######## design 1 ########
Design 1, routing congestion:
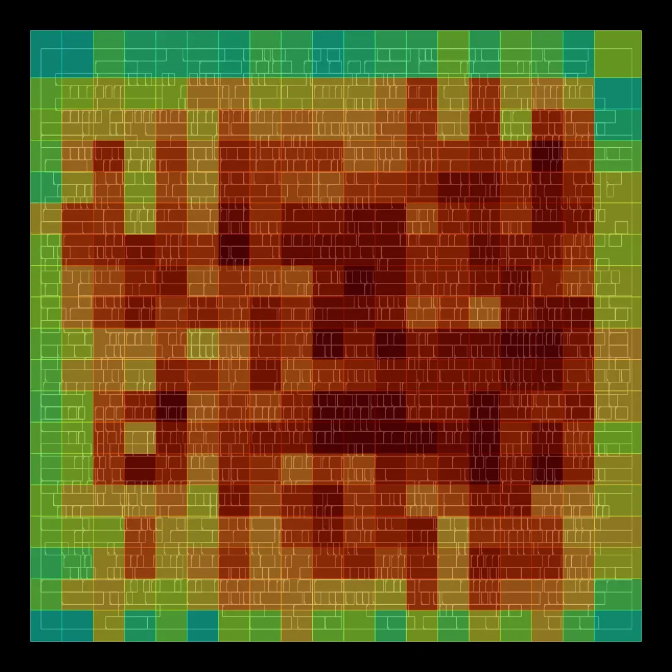
## config.mk

```make
export PLATFORM = sky130hd
export DESIGN_NAME = decode_regfile_sb
export DESIGN_NICKNAME = d
export VERILOG_FILES = /design/src/rtl/decode_regfile_sb.sv
export SDC_FILE = /design/constraint.sdc
export NUM_CORES = 1
export LEC_CHECK = 0
export ABC_AREA = 1
export ABC_CLOCK_PERIOD_IN_PS = 1700
export CAP_MARGIN = 20
export CORE_MARGIN = 2
export CORE_UTILIZATION = 54
export CTS_BUF_LIST = sky130_fd_sc_hd__clkbuf_16
export CTS_CLUSTER_DIAMETER = 50
export DETAILED_ROUTE_END_ITERATION = 10
export GPL_TIMING_DRIVEN = 0
export PLACE_DENSITY = 0.78
export SLEW_MARGIN = 20
export SYNTH_ARGS = -nofsm -noshare
export SYNTH_HDL_FRONTEND = slang
export SYNTH_SLANG_ARGS = --single-unit
```

## constraint.sdc

```tcl
create_clock -name clk -period 1.7 [get_ports clk]
set_input_delay 0.425 -clock clk [delete_from_list [all_inputs] [get_ports clk]]
set_output_delay 0.425 -clock clk [all_outputs]
set_load 0.02 [all_outputs]
```

## src/rtl/decode_regfile_sb.sv

```systemverilog
// decode_regfile_sb: register file with a per-register in-flight scoreboard and write-to-read bypass.
// Optional feature macro RF_BYPASS_EN: forward same-cycle writeback data and clear pending on read ports.
module decode_regfile_sb #(
  parameter int WIDTH  = 16,
  parameter int NREG   = 8,
  parameter int NRD    = 2,
  parameter int MAXINF = 3
) (
  input  logic                          clk,
  input  logic                          rst,
  input  logic [NRD*$clog2(NREG)-1:0]   rd_sel,
  input  logic [NRD-1:0]                rd_en,
  output logic [NRD*WIDTH-1:0]          rd_data,
  output logic [NRD-1:0]                rd_pending,
  input  logic                          alloc_en,
  input  logic [$clog2(NREG)-1:0]       alloc_reg,
  output logic                          alloc_ready,
  input  logic                          wb_en,
  input  logic [$clog2(NREG)-1:0]       wb_reg,
  input  logic [WIDTH-1:0]              wb_data,
  input  logic                          flush,
  output logic                          stall,
  output logic                          err
);

  localparam int AW = $clog2(NREG);
  localparam int CW = 3;

  logic [WIDTH-1:0] regs [NREG];
  logic [CW-1:0]    cnt  [NREG];
  logic [NREG-1:0]  inc_v;
  logic [NREG-1:0]  dec_v;

  // alloc_en/alloc_ready: an allocation is taken on every edge where alloc_en is high;
  // alloc_ready is advisory, and allocating while it is low is recorded in err, not counted.
  assign alloc_ready = (cnt[alloc_reg] < CW'(MAXINF));
  assign inc_v       = alloc_en ? (NREG'(1) << alloc_reg) : '0;
  assign dec_v       = wb_en    ? (NREG'(1) << wb_reg)    : '0;
  assign stall       = |(rd_en & rd_pending);

  for (genvar gi = 0; gi < NRD; gi++) begin : g_rd
    logic [AW-1:0] sel;
    logic          byp;
    logic          same_alloc;

    assign sel = rd_sel[gi*AW +: AW];
`ifdef RF_BYPASS_EN
    assign byp = wb_en & (wb_reg == sel);
`else
    assign byp = 1'b0;
`endif
    assign same_alloc = alloc_en & (alloc_reg == sel);
    assign rd_data[gi*WIDTH +: WIDTH] = byp ? wb_data : regs[sel];
    // A last outstanding writeback arriving now resolves the operand, unless a new one is issued.
    assign rd_pending[gi] = (cnt[sel] != '0) &
                            ~(byp & (cnt[sel] == CW'(1)) & ~same_alloc);
  end

  always_ff @(posedge clk or negedge rst) begin
    if (!rst) begin
      err <= 1'b0;
      for (int r = 0; r < NREG; r++) begin
        regs[r] <= '0;
        cnt[r]  <= '0;
      end
    end else begin
      if (wb_en) regs[wb_reg] <= wb_data;
      for (int r = 0; r < NREG; r++) begin
        if (flush) begin
          // Squash drops every count and any concurrent decrement; a concurrent issue survives.
          cnt[r] <= inc_v[r] ? CW'(1) : '0;
        end else if (inc_v[r] && !dec_v[r]) begin
          if (cnt[r] == CW'(MAXINF)) err <= 1'b1;
          else                        cnt[r] <= cnt[r] + CW'(1);
        end else if (dec_v[r] && !inc_v[r]) begin
          if (cnt[r] == '0) err <= 1'b1;
          else              cnt[r] <= cnt[r] - CW'(1);
        end
      end
    end
  end

endmodule

```

==> job_summary.md <==
## Implementation flow summary

| Metric | Value |
|---|---|
| Worst setup path end | rd_pending[1] |
| Total wire length | 39,410 um |
| Outcome | finished with violations |
| Chip Area | 18,110 sq um |
| Detailed placer's ending HPWL | 23,480 um |
| Failing checks | setup timing |
| Setup slack after layout | -0.4896 ns |
| Hold Slack | 0.4392 ns |
| Yosys top cell by area | dfrtp_1 |
| Placed Cells | 1,577 |
| GP Congestion | 1.005 |
| WL/cell | 22.98 um |
| Critical Path Slowest Stage Cell | dfrtp_2 |
| # fillers | 1,080 |
| Final-report setup violation count | 41 |
| Area growth syn-to-layout | 45.11% |
| Sink Count | 153 |
| Delay-heaviest family, CP | simple AND/OR/NAND/NOR gates |
| Worst slack, placed | -1.649 ns |
| DRC Markers | 0 |
| Mapped Nets | 1,332 |
## Picture notes: 'routing congestion' of design 1
GRT met1 Usage: 49.26%
Layout Utilization: 80.26%
routing usage on met3: 7.207%

-- report_power, final --
part,switching (uW),internal (uW),leakage [uW],total [uW]
sequential,736,4370,0.00190,5110
combinational,3040,2330,0.00383,5370
clock,1760,1890,0.000263,3650
total,5530,8590,0.00599,14100
-- registers in the layout (all words and copies together), names as in the netlist --
name  flops
err       1
regs    128
cnt      24
-- synth_stat cells (8+ instances only) --
cell type / count
nor2_1: 87
buf_2: 10
nand2_2: 18
o21ai_0: 285
inv_1: 109
a31oi_1: 32
a21oi_1: 71
o22ai_1: 12
clkbuf_1: 63
fa_1: 8
dfrtp_1: 153
nand3_1: 37
inv_2: 9
nand2_1: 309
o211ai_1: 32
-- kinds of logic after synthesis --
family          count (synthesis)  share of synthesized area, %
fa+ha+maj                       8                         1.740
compound gates                446                         26.21
buf+inv                       199                         8.292
xor+xnor                       12                         1.142
flops                         153                         41.59
simple gates                  471                         21.03
-- tightest hold or removal path, cell delays in order --
cell,delay [ns]
buf_2,0.20
nor2_1,0.13
nand2_1,0.06
nand2_1,0.05
-- metal layers --
layer	vias to the layer above	GRT usage, %
li1	4690	-
met1	5196	49.26
met2	1040	64.99
met3	356	7.207
met4	0	27.02
met5	-	0

######## design 2 ########
Design 2, M1 wires:
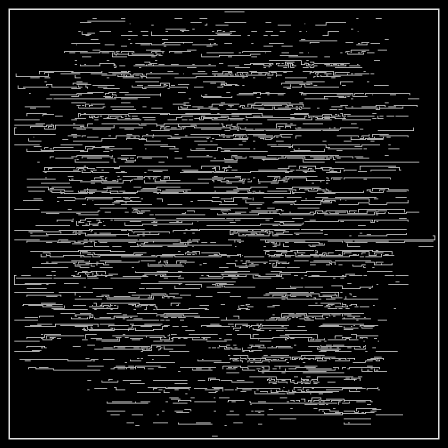
[config.mk]
export PLATFORM = sky130hd
export DESIGN_NAME = meter_display_regs
export DESIGN_NICKNAME = d
export VERILOG_FILES = /design/src/rtl/meter_display_regs.sv
export SDC_FILE = /design/constraint.sdc
export NUM_CORES = 1
export LEC_CHECK = 0
export ABC_AREA = 1
export CAP_MARGIN = 5
export CORE_UTILIZATION = 53
export DETAILED_ROUTE_END_ITERATION = 7
export PLACE_DENSITY = 0.79
export SLEW_MARGIN = 20
export SYNTH_ARGS = -nofsm -noshare
export SYNTH_HDL_FRONTEND = slang
export SYNTH_SLANG_ARGS = --single-unit
[constraint.sdc]
create_clock -name clk -period 1.7 [get_ports clk]
set_input_delay 0.17 -clock clk [delete_from_list [all_inputs] [get_ports clk]]
set_output_delay 0.17 -clock clk [all_outputs]
set_load 0.03 [all_outputs]
[src/rtl/meter_display_regs.sv]
// Display register bank: field writes land in a shadow copy and are
// transferred to the display outputs as one set on a vsync rising edge,
// so the pattern generator never shows a half-updated frame.
module meter_display_regs #(
  parameter int STALE_FRAMES = 120,
  parameter int BATT_MAX     = 100
) (
  input  logic        clk,
  input  logic        reset,
  input  logic        wr_valid,
  output logic        wr_ready,
  input  logic [2:0]  wr_addr,
  input  logic [15:0] wr_data,
  input  logic        vs,
  output logic [15:0] STATUS,
  output logic [15:0] FORCED,
  output logic [7:0]  CHARGE,
  output logic [7:0]  DISCHARGE,
  output logic [7:0]  P_SOURCED,
  output logic [7:0]  P_SINKED,
  output logic [7:0]  BATTERY,
  output logic        pending,
  output logic        stale
);

  localparam logic [15:0] STALE_MAX = 16'(STALE_FRAMES);
  localparam logic [7:0]  BATT_LIM  = 8'(BATT_MAX);
  localparam logic [2:0]  ADDR_COMMIT = 3'd7;

  typedef enum logic [1:0] {IDLE, FILL, PEND} state_t;

  state_t      state_q, state_d;
  logic        vs_q;
  logic        vs_rise;
  logic        xfer;
  logic        is_commit;
  logic        is_field;
  logic        apply;
  logic [7:0]  batt_val;
  logic [15:0] cnt_q, cnt_d;

  // Wide fields (STATUS, FORCED) and narrow fields (CHARGE..BATTERY) are kept
  // in separate arrays so no storage bit is left without a reader.
  logic [15:0] wshadow_q [0:1];
  logic [15:0] wshadow_d [0:1];
  logic [7:0]  nshadow_q [0:4];
  logic [7:0]  nshadow_d [0:4];
  logic [15:0] wdisp_q   [0:1];
  logic [15:0] wdisp_d   [0:1];
  logic [7:0]  ndisp_q   [0:4];
  logic [7:0]  ndisp_d   [0:4];

  // Ready depends on state only so the master sees a stable handshake.
  assign wr_ready  = (state_q != PEND);
  assign pending   = (state_q == PEND);
  assign stale     = (cnt_q == STALE_MAX);
  assign vs_rise   = vs & ~vs_q;
  assign xfer      = wr_valid & wr_ready;
  assign is_commit = xfer & (wr_addr == ADDR_COMMIT);
  assign is_field  = xfer & (wr_addr != ADDR_COMMIT);
  assign apply     = (state_q == PEND) & vs_rise;
  assign batt_val  = (wr_data[7:0] > BATT_LIM) ? BATT_LIM : wr_data[7:0];

  assign STATUS    = wdisp_q[0];
  assign FORCED    = wdisp_q[1];
  assign CHARGE    = ndisp_q[0];
  assign DISCHARGE = ndisp_q[1];
  assign P_SOURCED = ndisp_q[2];
  assign P_SINKED  = ndisp_q[3];
  assign BATTERY   = ndisp_q[4];

  // Next-state logic for the commit handshake.
  always_comb begin
    state_d = state_q;
    case (state_q)
      IDLE: begin
        if (is_commit)     state_d = PEND;
        else if (is_field) state_d = FILL;
      end
      FILL: begin
        if (is_commit) state_d = PEND;
      end
      PEND: begin
        if (vs_rise) state_d = IDLE;
      end
      default: state_d = IDLE;
    endcase
  end

  // Shadow writes and the atomic shadow-to-display copy.
  always_comb begin
    for (int i = 0; i < 2; i++) begin
      wshadow_d[i] = wshadow_q[i];
      wdisp_d[i]   = apply ? wshadow_q[i] : wdisp_q[i];
      if (is_field && (wr_addr == 3'(i))) wshadow_d[i] = wr_data;
    end
    for (int i = 0; i < 5; i++) begin
      nshadow_d[i] = nshadow_q[i];
      ndisp_d[i]   = apply ? nshadow_q[i] : ndisp_q[i];
      if (is_field && (wr_addr == 3'(i + 2))) begin
        nshadow_d[i] = (i == 4) ? batt_val : wr_data[7:0];
      end
    end
  end

  // Frames since last applied commit, saturating at the stale threshold.
  always_comb begin
    cnt_d = cnt_q;
    if (apply)                           cnt_d = '0;
    else if (vs_rise && cnt_q != STALE_MAX) cnt_d = cnt_q + 16'd1;
  end

  // State, edge detector and register bank.
  always_ff @(posedge clk) begin
    if (reset) begin
      state_q <= IDLE;
      vs_q    <= 1'b0;
      cnt_q   <= '0;
      for (int i = 0; i < 2; i++) begin
        wshadow_q[i] <= '0;
        wdisp_q[i]   <= '0;
      end
      for (int i = 0; i < 5; i++) begin
        nshadow_q[i] <= '0;
        ndisp_q[i]   <= '0;
      end
    end else begin
      state_q <= state_d;
      vs_q    <= vs;
      cnt_q   <= cnt_d;
      for (int i = 0; i < 2; i++) begin
        wshadow_q[i] <= wshadow_d[i];
        wdisp_q[i]   <= wdisp_d[i];
      end
      for (int i = 0; i < 5; i++) begin
        nshadow_q[i] <= nshadow_d[i];
        ndisp_q[i]   <= ndisp_d[i];
      end
    end
  end

endmodule

==> job_summary.md <==
## Implementation flow summary

| Metric | Value |
|---|---|
| Cell breakdown of the critical path | clkdlybuf4s50_1 |
| CP Data Arrival Time | 1.51 ns |
| # Cells Yosys | 814 |
| Sink Count | 163 |
| Grt total ovfl | 0 |
| DR vias | 5,679 |
| Vertical die size | 110.5 um |
| Synth Cell Area | 6240 sq um |
| Worst hold-check path type | input port to register |
| Setup slack after layout | 0.02366 ns |
| Initial Util | 54.41% |
| Slew HR | 69.48% |
| Dominant cell area share | 52.30% |
| Logic cell area | 2591 sq um |
| Comb area leader | simple AND/OR/NAND/NOR gates |
| R2R cell count | 10 |
| Outcome | finished, final reports clean |
| WL/cell | 14.87 um |
| Hold buffer count at CTS | 0 |
Notes on 'M1 wires' of design 2 above:
nets with wire on the layer: 863
share of all routed wire: 44%

-- worst paths after layout --
path,start,endpoint,slack (ns)
min reg2reg,nshadow_q[0][37],nshadow_q[0][37],0.48
max reg2reg,cnt_q[0],cnt_q[1],0.14
min,vs,vs_q,0.37
max,ndisp_q[0][31],P_SINKED[7],0.02
-- power breakdown --
group / switching, uW / internal (uW)
combinational: 309 / 186
sequential: 47.0 / 3900
clock: 1620 / 2270
-- layout make-up --
class,count,share of cell area [%]
repair buffers,122,15.48
clock buffers,19,5.638
flip-flops and latches,163,40.69
well taps,143,2.227
multi-input cells,562,32.25
clock inverters,12,1.838
inverters,40,1.869
-- metal layers --
metal  global-route usage, %  vias up  part of all wire (%)
met4                   11.47        0                   2.9
met2                   42.11      210                    47
met3                   6.476       42                   6.1
met1                   32.92     2622                    43
li1                        -     2805                     -
met5                       0        -                     0
-- registers in the layout (all words and copies together) (netlist names) --
name       cells
wshadow_q     32
cnt_q         16
nshadow_q     40
vs_q           1
ndisp_q       40
wdisp_q       32
state_q        2
-- timing repair --
action | 4_1_cts | 5_1_grt
pin swaps | 1 | 1
setup buffers | 2 | 0
gates resized | 2 | 7
endpoints found under the setup margin | 3 | 6
hold endpoints to repair | 0 | 0

######## design 3 ########
==> config.mk <==
export PLATFORM = sky130hd
export DESIGN_NAME = uart_rx_deframer
export DESIGN_NICKNAME = d
export VERILOG_FILES = /design/src/rtl/uart_rx_deframer.sv
export SDC_FILE = /design/constraint.sdc
export NUM_CORES = 1
export LEC_CHECK = 0
export CORE_ASPECT_RATIO = 0.7
export CORE_MARGIN = 2
export CORE_UTILIZATION = 49
export DETAILED_ROUTE_END_ITERATION = 10
export PLACE_DENSITY = 0.78
export SLEW_MARGIN = 20
export SYNTH_ARGS = -nofsm -noshare
export SYNTH_HDL_FRONTEND = slang
export SYNTH_SLANG_ARGS = --single-unit
==> constraint.sdc <==
create_clock -name clk -period 1.55 [get_ports clk]
set_input_delay 0.465 -clock clk [delete_from_list [all_inputs] [get_ports clk]]
set_output_delay 0.465 -clock clk [all_outputs]
set_load 0.1 [all_outputs]
==> src/rtl/uart_rx_deframer.sv <==
// 16x-oversampled UART receive deframer: synchronises the line, qualifies the start bit,
// samples data at mid-bit and checks the stop bit. Define UART_RX_MAJORITY_EN for 2-of-3 sample voting.
module uart_rx_deframer #(
  parameter int NB_DATA = 8,
  parameter int NB_STOP = 16
) (
  input  logic               clk,
  input  logic               i_reset,
  input  logic               i_tick,
  input  logic               i_rx,
  output logic [NB_DATA-1:0] o_data,
  output logic               o_rxdone,
  output logic               o_frame_err
);

  localparam int S_W = ($clog2(NB_STOP) > 4) ? $clog2(NB_STOP) : 4;
  localparam int N_W = (NB_DATA > 1) ? $clog2(NB_DATA) : 1;
  localparam logic [S_W-1:0] S_MID  = S_W'(7);
  localparam logic [S_W-1:0] S_BIT  = S_W'(15);
  localparam logic [S_W-1:0] S_STOP = S_W'(NB_STOP - 1);
  localparam logic [N_W-1:0] N_LAST = N_W'(NB_DATA - 1);

  typedef enum logic [1:0] {IDLE, START, DATA, STOP} state_t;

  state_t             state_q, state_d;
  logic               rx_meta_q, rx_s_q;
  logic               armed_q, armed_d;
  logic [S_W-1:0]     s_q, s_d;
  logic [N_W-1:0]     n_q, n_d;
  logic [NB_DATA-1:0] b_q, b_d;
  logic [NB_DATA-1:0] data_q, data_d;
  logic               rxdone_q, rxdone_d;
  logic               frame_err_q, frame_err_d;
  logic               sample;

`ifdef UART_RX_MAJORITY_EN
  // The two stored ticks plus the current rx_s form the three-tick voting window.
  logic [1:0] hist_q, hist_d;

  always_comb begin
    hist_d = hist_q;
    if (i_tick) hist_d = {hist_q[0], rx_s_q};
  end

  always_ff @(posedge clk) begin
    if (i_reset) hist_q <= 2'b11;
    else         hist_q <= hist_d;
  end

  assign sample = (hist_q[1] & hist_q[0]) | (hist_q[1] & rx_s_q) | (hist_q[0] & rx_s_q);
`else
  assign sample = rx_s_q;
`endif

  always_comb begin
    state_d     = state_q;
    armed_d     = armed_q;
    s_d         = s_q;
    n_d         = n_q;
    b_d         = b_q;
    data_d      = data_q;
    rxdone_d    = 1'b0;
    frame_err_d = 1'b0;
    case (state_q)
      IDLE: begin
        if (rx_s_q) begin
          armed_d = 1'b1;
        end else if (armed_q) begin
          state_d = START;
          s_d     = '0;
        end
      end
      START: begin
        if (i_tick) begin
          if (s_q == S_MID) begin
            if (rx_s_q) begin
              state_d = IDLE;
            end else begin
              state_d = DATA;
              s_d     = '0;
              n_d     = '0;
            end
          end else begin
            s_d = s_q + 1'b1;
          end
        end
      end
      DATA: begin
        if (i_tick) begin
          if (s_q == S_BIT) begin
            s_d = '0;
            b_d = {sample, b_q[NB_DATA-1:1]};
            if (n_q == N_LAST) state_d = STOP;
            else               n_d     = n_q + 1'b1;
          end else begin
            s_d = s_q + 1'b1;
          end
        end
      end
      STOP: begin
        if (i_tick) begin
          if (s_q == S_STOP) begin
            state_d = IDLE;
            // A low stop disarms so a held-low break reports only once.
            if (sample) begin
              data_d   = b_q;
              rxdone_d = 1'b1;
            end else begin
              frame_err_d = 1'b1;
              armed_d     = 1'b0;
            end
          end else begin
            s_d = s_q + 1'b1;
          end
        end
      end
      default: state_d = IDLE;
    endcase
  end

  always_ff @(posedge clk) begin
    if (i_reset) begin
      rx_meta_q   <= 1'b1;
      rx_s_q      <= 1'b1;
      state_q     <= IDLE;
      armed_q     <= 1'b0;
      s_q         <= '0;
      n_q         <= '0;
      b_q         <= '0;
      data_q      <= '0;
      rxdone_q    <= 1'b0;
      frame_err_q <= 1'b0;
    end else begin
      rx_meta_q   <= i_rx;
      rx_s_q      <= rx_meta_q;
      state_q     <= state_d;
      armed_q     <= armed_d;
      s_q         <= s_d;
      n_q         <= n_d;
      b_q         <= b_d;
      data_q      <= data_d;
      rxdone_q    <= rxdone_d;
      frame_err_q <= frame_err_d;
    end
  end

  assign o_data      = data_q;
  assign o_rxdone    = rxdone_q;
  assign o_frame_err = frame_err_q;

endmodule

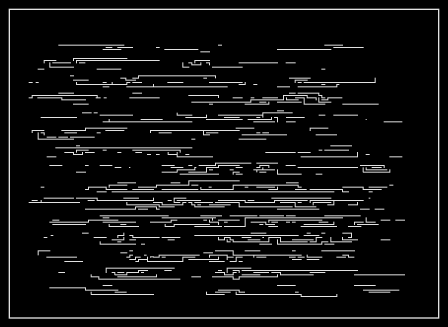
Design 3: M1 wires
main direction: horizontal
wire length on this layer: 1,340 um
nets with wire on the layer: 164
total wire length: 3040 um
GRT met1 Usage: 27.05%

==> job_summary.md <==
## Implementation flow summary

| Metric | Value |
|---|---|
| Crit path kind | register to register |
| R2R cell count | 5 |
| Setup slack after layout | -0.1155 ns |
| Unique masters post-synth | 40 |
| Design Area, Final | 1931 sq um |
| EDFF count, synth | 0 |
| Mapped Nets | 144 |
| Area growth syn-to-layout | 43.67% |
| M1 WL | 1342 um |
| Rows | 15 |
| CTS tree | built |
| Final-report setup violation count | 3 |
| Failing checks | setup timing |
| Gr usage total | 22.78% |
| GP Congestion | 0.8160 |
| RR Endpoint | s_q[0] |
| Clock root cell | clkbuf_8 |
| Outcome | finished with violations |
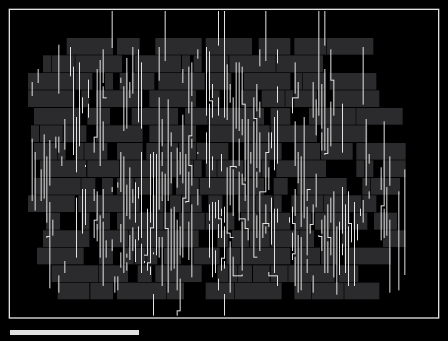
Design 3: M2 wires
Scale bar: 20 um. Cells faint in the background.
wire length on this layer: 1,490 um
main direction: vertical
share of all routed wire: 49%
nets with wire on the layer: 154
met2 Use GR: 37.60%
DR vias: 1,107

## area by class of cell
cell class                      instances  area (sq um)
Clock buffer                            7         86.33
Clock inverter                          1         5.005
Fill cell                             179         603.1
Inverter                                3         11.26
Multi-Input combinational cell         97         750.7
Sequential cell                        30         606.8
Tap cell                               34         42.54
Timing Repair Buffer                   34         427.9
## sequential cells by signal, indices dropped and copies added, names as in the netlist, named ones only
name         cells
b_q              8
o_data           8
s_q              4
n_q              3
armed_q          1
o_frame_err      1
o_rxdone         1
rx_meta_q        1
rx_s_q           1
state_q          1
## how the worst max path moves through the flow
stage,start,end,cells after the start
floorplan,s_q[0],s_q[0],5
global placement,i_tick,s_q[0],5
detailed placement,i_tick,s_q[0],5
CTS,s_q[1],s_q[0],5
global route,s_q[1],s_q[0],5
finish,s_q[1],s_q[0],5
## placed cells by master (no fill, tap or decap), types with 3 or more instances in the layout
cell type	instances
dfxtp_1	25
nor2_1	22
mux2i_1	18
buf_4	18
buf_12	13
clkbuf_8	6
dfxtp_2	5
nand2_1	4
o21ai_0	4
or2_2	3
a21oi_1	3
nor2b_1	3
and3_1	3

######## design 4 ########
File: src/rtl/mem_byte_sequencer_pkg.sv
// Shared types for the byte-wide SRAM sequencer: FSM state encoding and beat counts.
package mem_pkg;

  typedef enum logic [1:0] {IDLE, ACCESS, GAP, DONE} memState_t;

  localparam int BEATS_WORD = 4;
  localparam int BEATS_BYTE = 1;

  function automatic logic [1:0] lastBeat(input logic isWord);
    return isWord ? 2'(BEATS_WORD - 1) : 2'(BEATS_BYTE - 1);
  endfunction

endpackage

File: src/rtl/mem_byte_sequencer_timer.sv
// Loadable down-counter that stretches each SRAM beat by the programmed wait states.
module mem_wait_timer
  import mem_pkg::*;
(
  input  logic       Clk,
  input  logic       Reset,
  input  logic       i_load,
  input  logic [3:0] i_loadValue,
  input  logic       i_dec,
  output logic       o_zero
);

  logic [3:0] r_count;

  // Load wins over decrement so a beat boundary can restart the count in one edge
  always_ff @(posedge Clk or posedge Reset) begin
    if (Reset) begin
      r_count <= '0;
    end else if (i_load) begin
      r_count <= i_loadValue;
    end else if (i_dec && (r_count != 4'd0)) begin
      r_count <= r_count - 4'd1;
    end
  end

  assign o_zero = (r_count == 4'd0);

endmodule

File: src/rtl/mem_byte_sequencer.sv
// Runs one or four byte beats against a byte-wide SRAM for each captured load/store request.
// Define MEM_ALIGN_CHECK_EN to reject misaligned word requests with a MemErr pulse.
module mem_byte_sequencer
  import mem_pkg::*;
#(
  parameter int WAIT_STATES = 0,
  parameter int ADDR_W      = 16
) (
  input  logic              Clk,
  input  logic              Reset,
  input  logic              MemEnable,
  input  logic              MemRd,
  input  logic              MemWr,
  input  logic              MemLength,
  input  logic [31:0]       Addr,
  input  logic [31:0]       WrData,
  output logic [31:0]       RdData,
  output logic              MemRdy,
  output logic              MemErr,
  output logic              Busy,
  output logic [ADDR_W-1:0] sram_addr,
  output logic [7:0]        sram_wdata,
  input  logic [7:0]        sram_rdata,
  output logic              sram_we,
  output logic              sram_oe
);

  localparam logic [3:0] WAIT_LOAD = 4'(WAIT_STATES);

  memState_t         r_state;
  memState_t         w_nextState;
  logic              r_reqPrev;
  logic              r_isRead;
  logic              r_isWord;
  logic [1:0]        r_beat;
  logic [ADDR_W-1:0] r_addr;
  logic [31:0]       r_wrData;
  logic [31:0]       r_rdData;
  logic              r_sramWe;
  logic              r_sramOe;
  logic [ADDR_W-1:0] r_sramAddr;
  logic [7:0]        r_sramWdata;
  logic [31:0]       w_unusedAddr;

  logic       w_capture;
  logic       w_misaligned;
  logic       w_timerZero;
  logic       w_beatDone;
  logic       w_lastBeat;
  logic [1:0] w_nextBeat;
  logic       w_strobeRead;
  logic       w_oeNext;
  logic       w_weNext;

  assign w_unusedAddr = Addr;

  // Only a fresh 0->1 edge on Rd|Wr starts an access; held or dual requests never retrigger
  assign w_capture  = (r_state == IDLE) && MemEnable && (MemRd ^ MemWr) && !r_reqPrev;
  assign w_beatDone = (r_state == ACCESS) && w_timerZero;
  assign w_lastBeat = (r_beat == lastBeat(r_isWord));
  assign w_nextBeat = r_beat + 2'd1;

`ifdef MEM_ALIGN_CHECK_EN
  logic r_err;

  assign w_misaligned = MemLength && (Addr[1:0] != 2'b00);

  always_ff @(posedge Clk or posedge Reset) begin
    if (Reset) begin
      r_err <= 1'b0;
    end else if (w_capture) begin
      r_err <= w_misaligned;
    end
  end

  assign MemErr = (r_state == DONE) && r_err;
`else
  assign w_misaligned = 1'b0;
  assign MemErr       = 1'b0;
`endif

  mem_wait_timer u_waitTimer (
    .Clk        (Clk),
    .Reset      (Reset),
    .i_load     (w_capture || (w_beatDone && !w_lastBeat)),
    .i_loadValue(WAIT_LOAD),
    .i_dec      (r_state == ACCESS),
    .o_zero     (w_timerZero)
  );

  always_ff @(posedge Clk or posedge Reset) begin
    if (Reset) begin
      r_state <= IDLE;
    end else begin
      r_state <= w_nextState;
    end
  end

  always_comb begin
    w_nextState = r_state;
    case (r_state)
      IDLE:    if (w_capture) w_nextState = w_misaligned ? DONE : ACCESS;
      ACCESS:  if (w_timerZero) w_nextState = w_lastBeat ? DONE : GAP;
      GAP:     w_nextState = ACCESS;
      DONE:    w_nextState = IDLE;
      default: w_nextState = IDLE;
    endcase
  end

  // Strobes are computed from the next state so the registered copies are high exactly in ACCESS
  always_comb begin
    MemRdy       = (r_state == DONE);
    Busy         = (r_state != IDLE);
    w_strobeRead = (r_state == IDLE) ? MemRd : r_isRead;
    w_oeNext     = (w_nextState == ACCESS) && w_strobeRead;
    w_weNext     = (w_nextState == ACCESS) && !w_strobeRead;
  end

  always_ff @(posedge Clk or posedge Reset) begin
    if (Reset) begin
      r_reqPrev   <= 1'b0;
      r_isRead    <= 1'b0;
      r_isWord    <= 1'b0;
      r_beat      <= '0;
      r_addr      <= '0;
      r_wrData    <= '0;
      r_rdData    <= '0;
      r_sramWe    <= 1'b0;
      r_sramOe    <= 1'b0;
      r_sramAddr  <= '0;
      r_sramWdata <= '0;
    end else begin
      r_reqPrev <= MemRd | MemWr;
      r_sramWe  <= w_weNext;
      r_sramOe  <= w_oeNext;
      if (w_capture) begin
        r_isRead    <= MemRd;
        r_isWord    <= MemLength;
        r_addr      <= Addr[ADDR_W-1:0];
        r_wrData    <= WrData;
        r_beat      <= '0;
        r_sramAddr  <= Addr[ADDR_W-1:0];
        r_sramWdata <= WrData[7:0];
        if (MemRd && !MemLength) begin
          r_rdData[31:8] <= '0;
        end
      end else if (w_beatDone) begin
        if (r_isRead) begin
          r_rdData[{r_beat, 3'b000} +: 8] <= sram_rdata;
        end
        // Address and data for the next beat settle during GAP while both strobes are low
        if (!w_lastBeat) begin
          r_beat      <= w_nextBeat;
          r_sramAddr  <= r_addr + ADDR_W'(w_nextBeat);
          r_sramWdata <= r_wrData[{w_nextBeat, 3'b000} +: 8];
        end
      end
    end
  end

  assign RdData     = r_rdData;
  assign sram_we    = r_sramWe;
  assign sram_oe    = r_sramOe;
  assign sram_addr  = r_sramAddr;
  assign sram_wdata = r_sramWdata;

endmodule
File: config.mk
export PLATFORM = sky130hd
export DESIGN_NAME = mem_byte_sequencer
export DESIGN_NICKNAME = d
export VERILOG_FILES = /design/src/rtl/mem_byte_sequencer_pkg.sv /design/src/rtl/mem_byte_sequencer_timer.sv /design/src/rtl/mem_byte_sequencer.sv
export SDC_FILE = /design/constraint.sdc
export NUM_CORES = 1
export LEC_CHECK = 0
export ABC_AREA = 1
export CAP_MARGIN = 20
export CORE_UTILIZATION = 54
export CTS_CLUSTER_DIAMETER = 80
export DETAILED_ROUTE_END_ITERATION = 10
export PLACE_DENSITY = 0.91
export SLEW_MARGIN = 40
export SYNTH_ARGS = -nofsm -noshare
export SYNTH_HDL_FRONTEND = slang
export SYNTH_HIERARCHICAL = 1
export SYNTH_SLANG_ARGS = --single-unit
File: constraint.sdc
create_clock -name Clk -period 6.7 [get_ports Clk]
set_input_delay 1.34 -clock Clk [delete_from_list [all_inputs] [get_ports Clk]]
set_output_delay 1.34 -clock Clk [all_outputs]
set_load 0.03 [all_outputs]
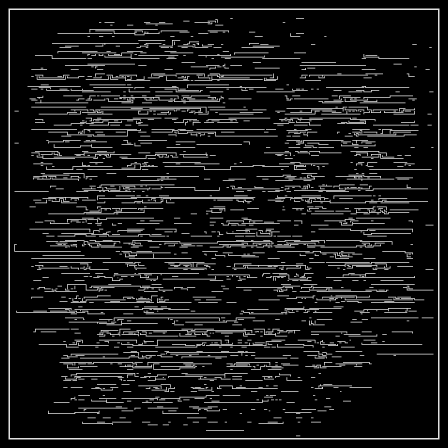
Design 4: M1 wires
share of all routed wire: 42%
wire length on this layer: 5,910 um
main direction: horizontal
nets with wire on the layer: 819
longest straight run: 30.4 um

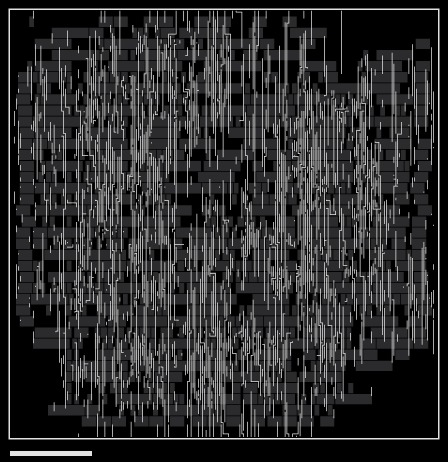
Design 4: M2 wires
Scale bar: 20 um. Cells faint in the background.
share of all routed wire: 50%
main direction: vertical
nets with wire on the layer: 744
met2 Use GR: 48.01%
DR vias: 5,224
total wire length: 13,980 um

==> job_summary.md <==
## Implementation flow summary

| Metric | Value |
|---|---|
| Logic pwr share | 43.2% |
| Slew HR | 46.04% |
| CP startpoint kind | input port |
| Routing usage on met3 | 4.991% |
| Outcome | finished, final reports clean |
| Buffering overhead | 16.35% |
| Simple-Gate Area Share | 34.15% |
| Top cells, area | dfrtp_1, nand2_1, nor2_1 |
| Setup slack after layout | 2.955 ns |
| Global-route wire length before repair | 23,970 um |
| Layout clock buffers | 18 |
| Die width | 104.9 um |
| Yosys top cell by area | dfrtp_1 |
| Cts bufs inserted | 17 |
| Fin cells | 1,008 |
| GP Congestion | 0.8165 |
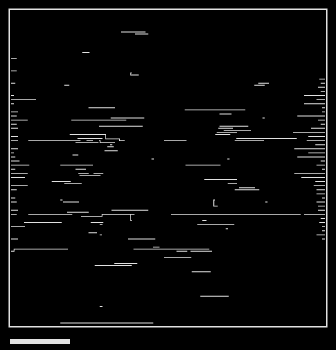
Design 4: the metal 3 layer
Scale bar: 20 um.
nets with wire on the layer: 118
main direction: horizontal
share of all routed wire: 5.8%
wire length on this layer: 808 um

[placed cells by master, fill, tap and decap left out, drive strengths merged]
cell type,netlist,routed
fa,1,1
nor3,2,2
nand3b,2,2
nand4,5,5
nand3,54,54
clkinv,2,10
a21oi,12,12
nor2,85,85
conb,1,5
dfrtp,117,117
ha,9,9
clkbuf,6,18
o22ai,1,1
nand2,320,320
clkdlybuf4s50,0,121
or2,5,5
bufinv,0,2
xor2,1,1
a31oi,12,12
o21ai,31,31
o211ai,1,1
inv,51,51
buf,23,3
clkinvlp,0,4
[final timing paths]
kind / endpoint / slack (ns) / cells past startpoint
hold reg to reg: RdData[19] / 0.47 / 2
setup reg to reg: sram_addr[10] / 4.02 / 10
setup / recovery: u_waitTimer/r_count[2] / 2.96 / 12
hold / removal: RdData[19] / 0.47 / 2
min in group asynchronous: u_waitTimer/r_count[1] / 1.19 / 2
max in group asynchronous: r_addr[13] / 4.38 / 3
[registers in the layout, indices dropped and copies added, names as in the netlist]
signal / count
sram_oe: 1
sram_wdata: 8
RdData: 32
r_isWord: 1
r_beat: 2
u_waitTimer/r_count: 4
r_addr: 16
r_reqPrev: 1
sram_we: 1
r_isRead: 1
r_state: 2
r_wrData: 32
sram_addr: 16


==> layout pictures side by side <==
The metal 3 layer.
(a)
Scale bar: 20 um.
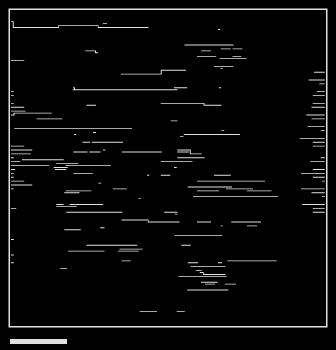
(b)
Scale bar: 50 um.
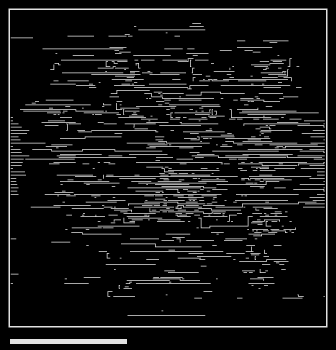
(c)
Scale bar: 20 um.
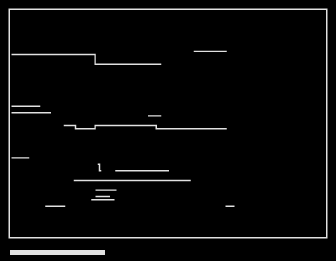
The one with the largest die is (b).
- (c) = design 3
- (a) = design 2
- (b) = design 1

Key to (b):
share of all routed wire: 11%
nets with wire on the layer: 403

Power figures rest on the tool's default switching activity, not on a simulated workload.
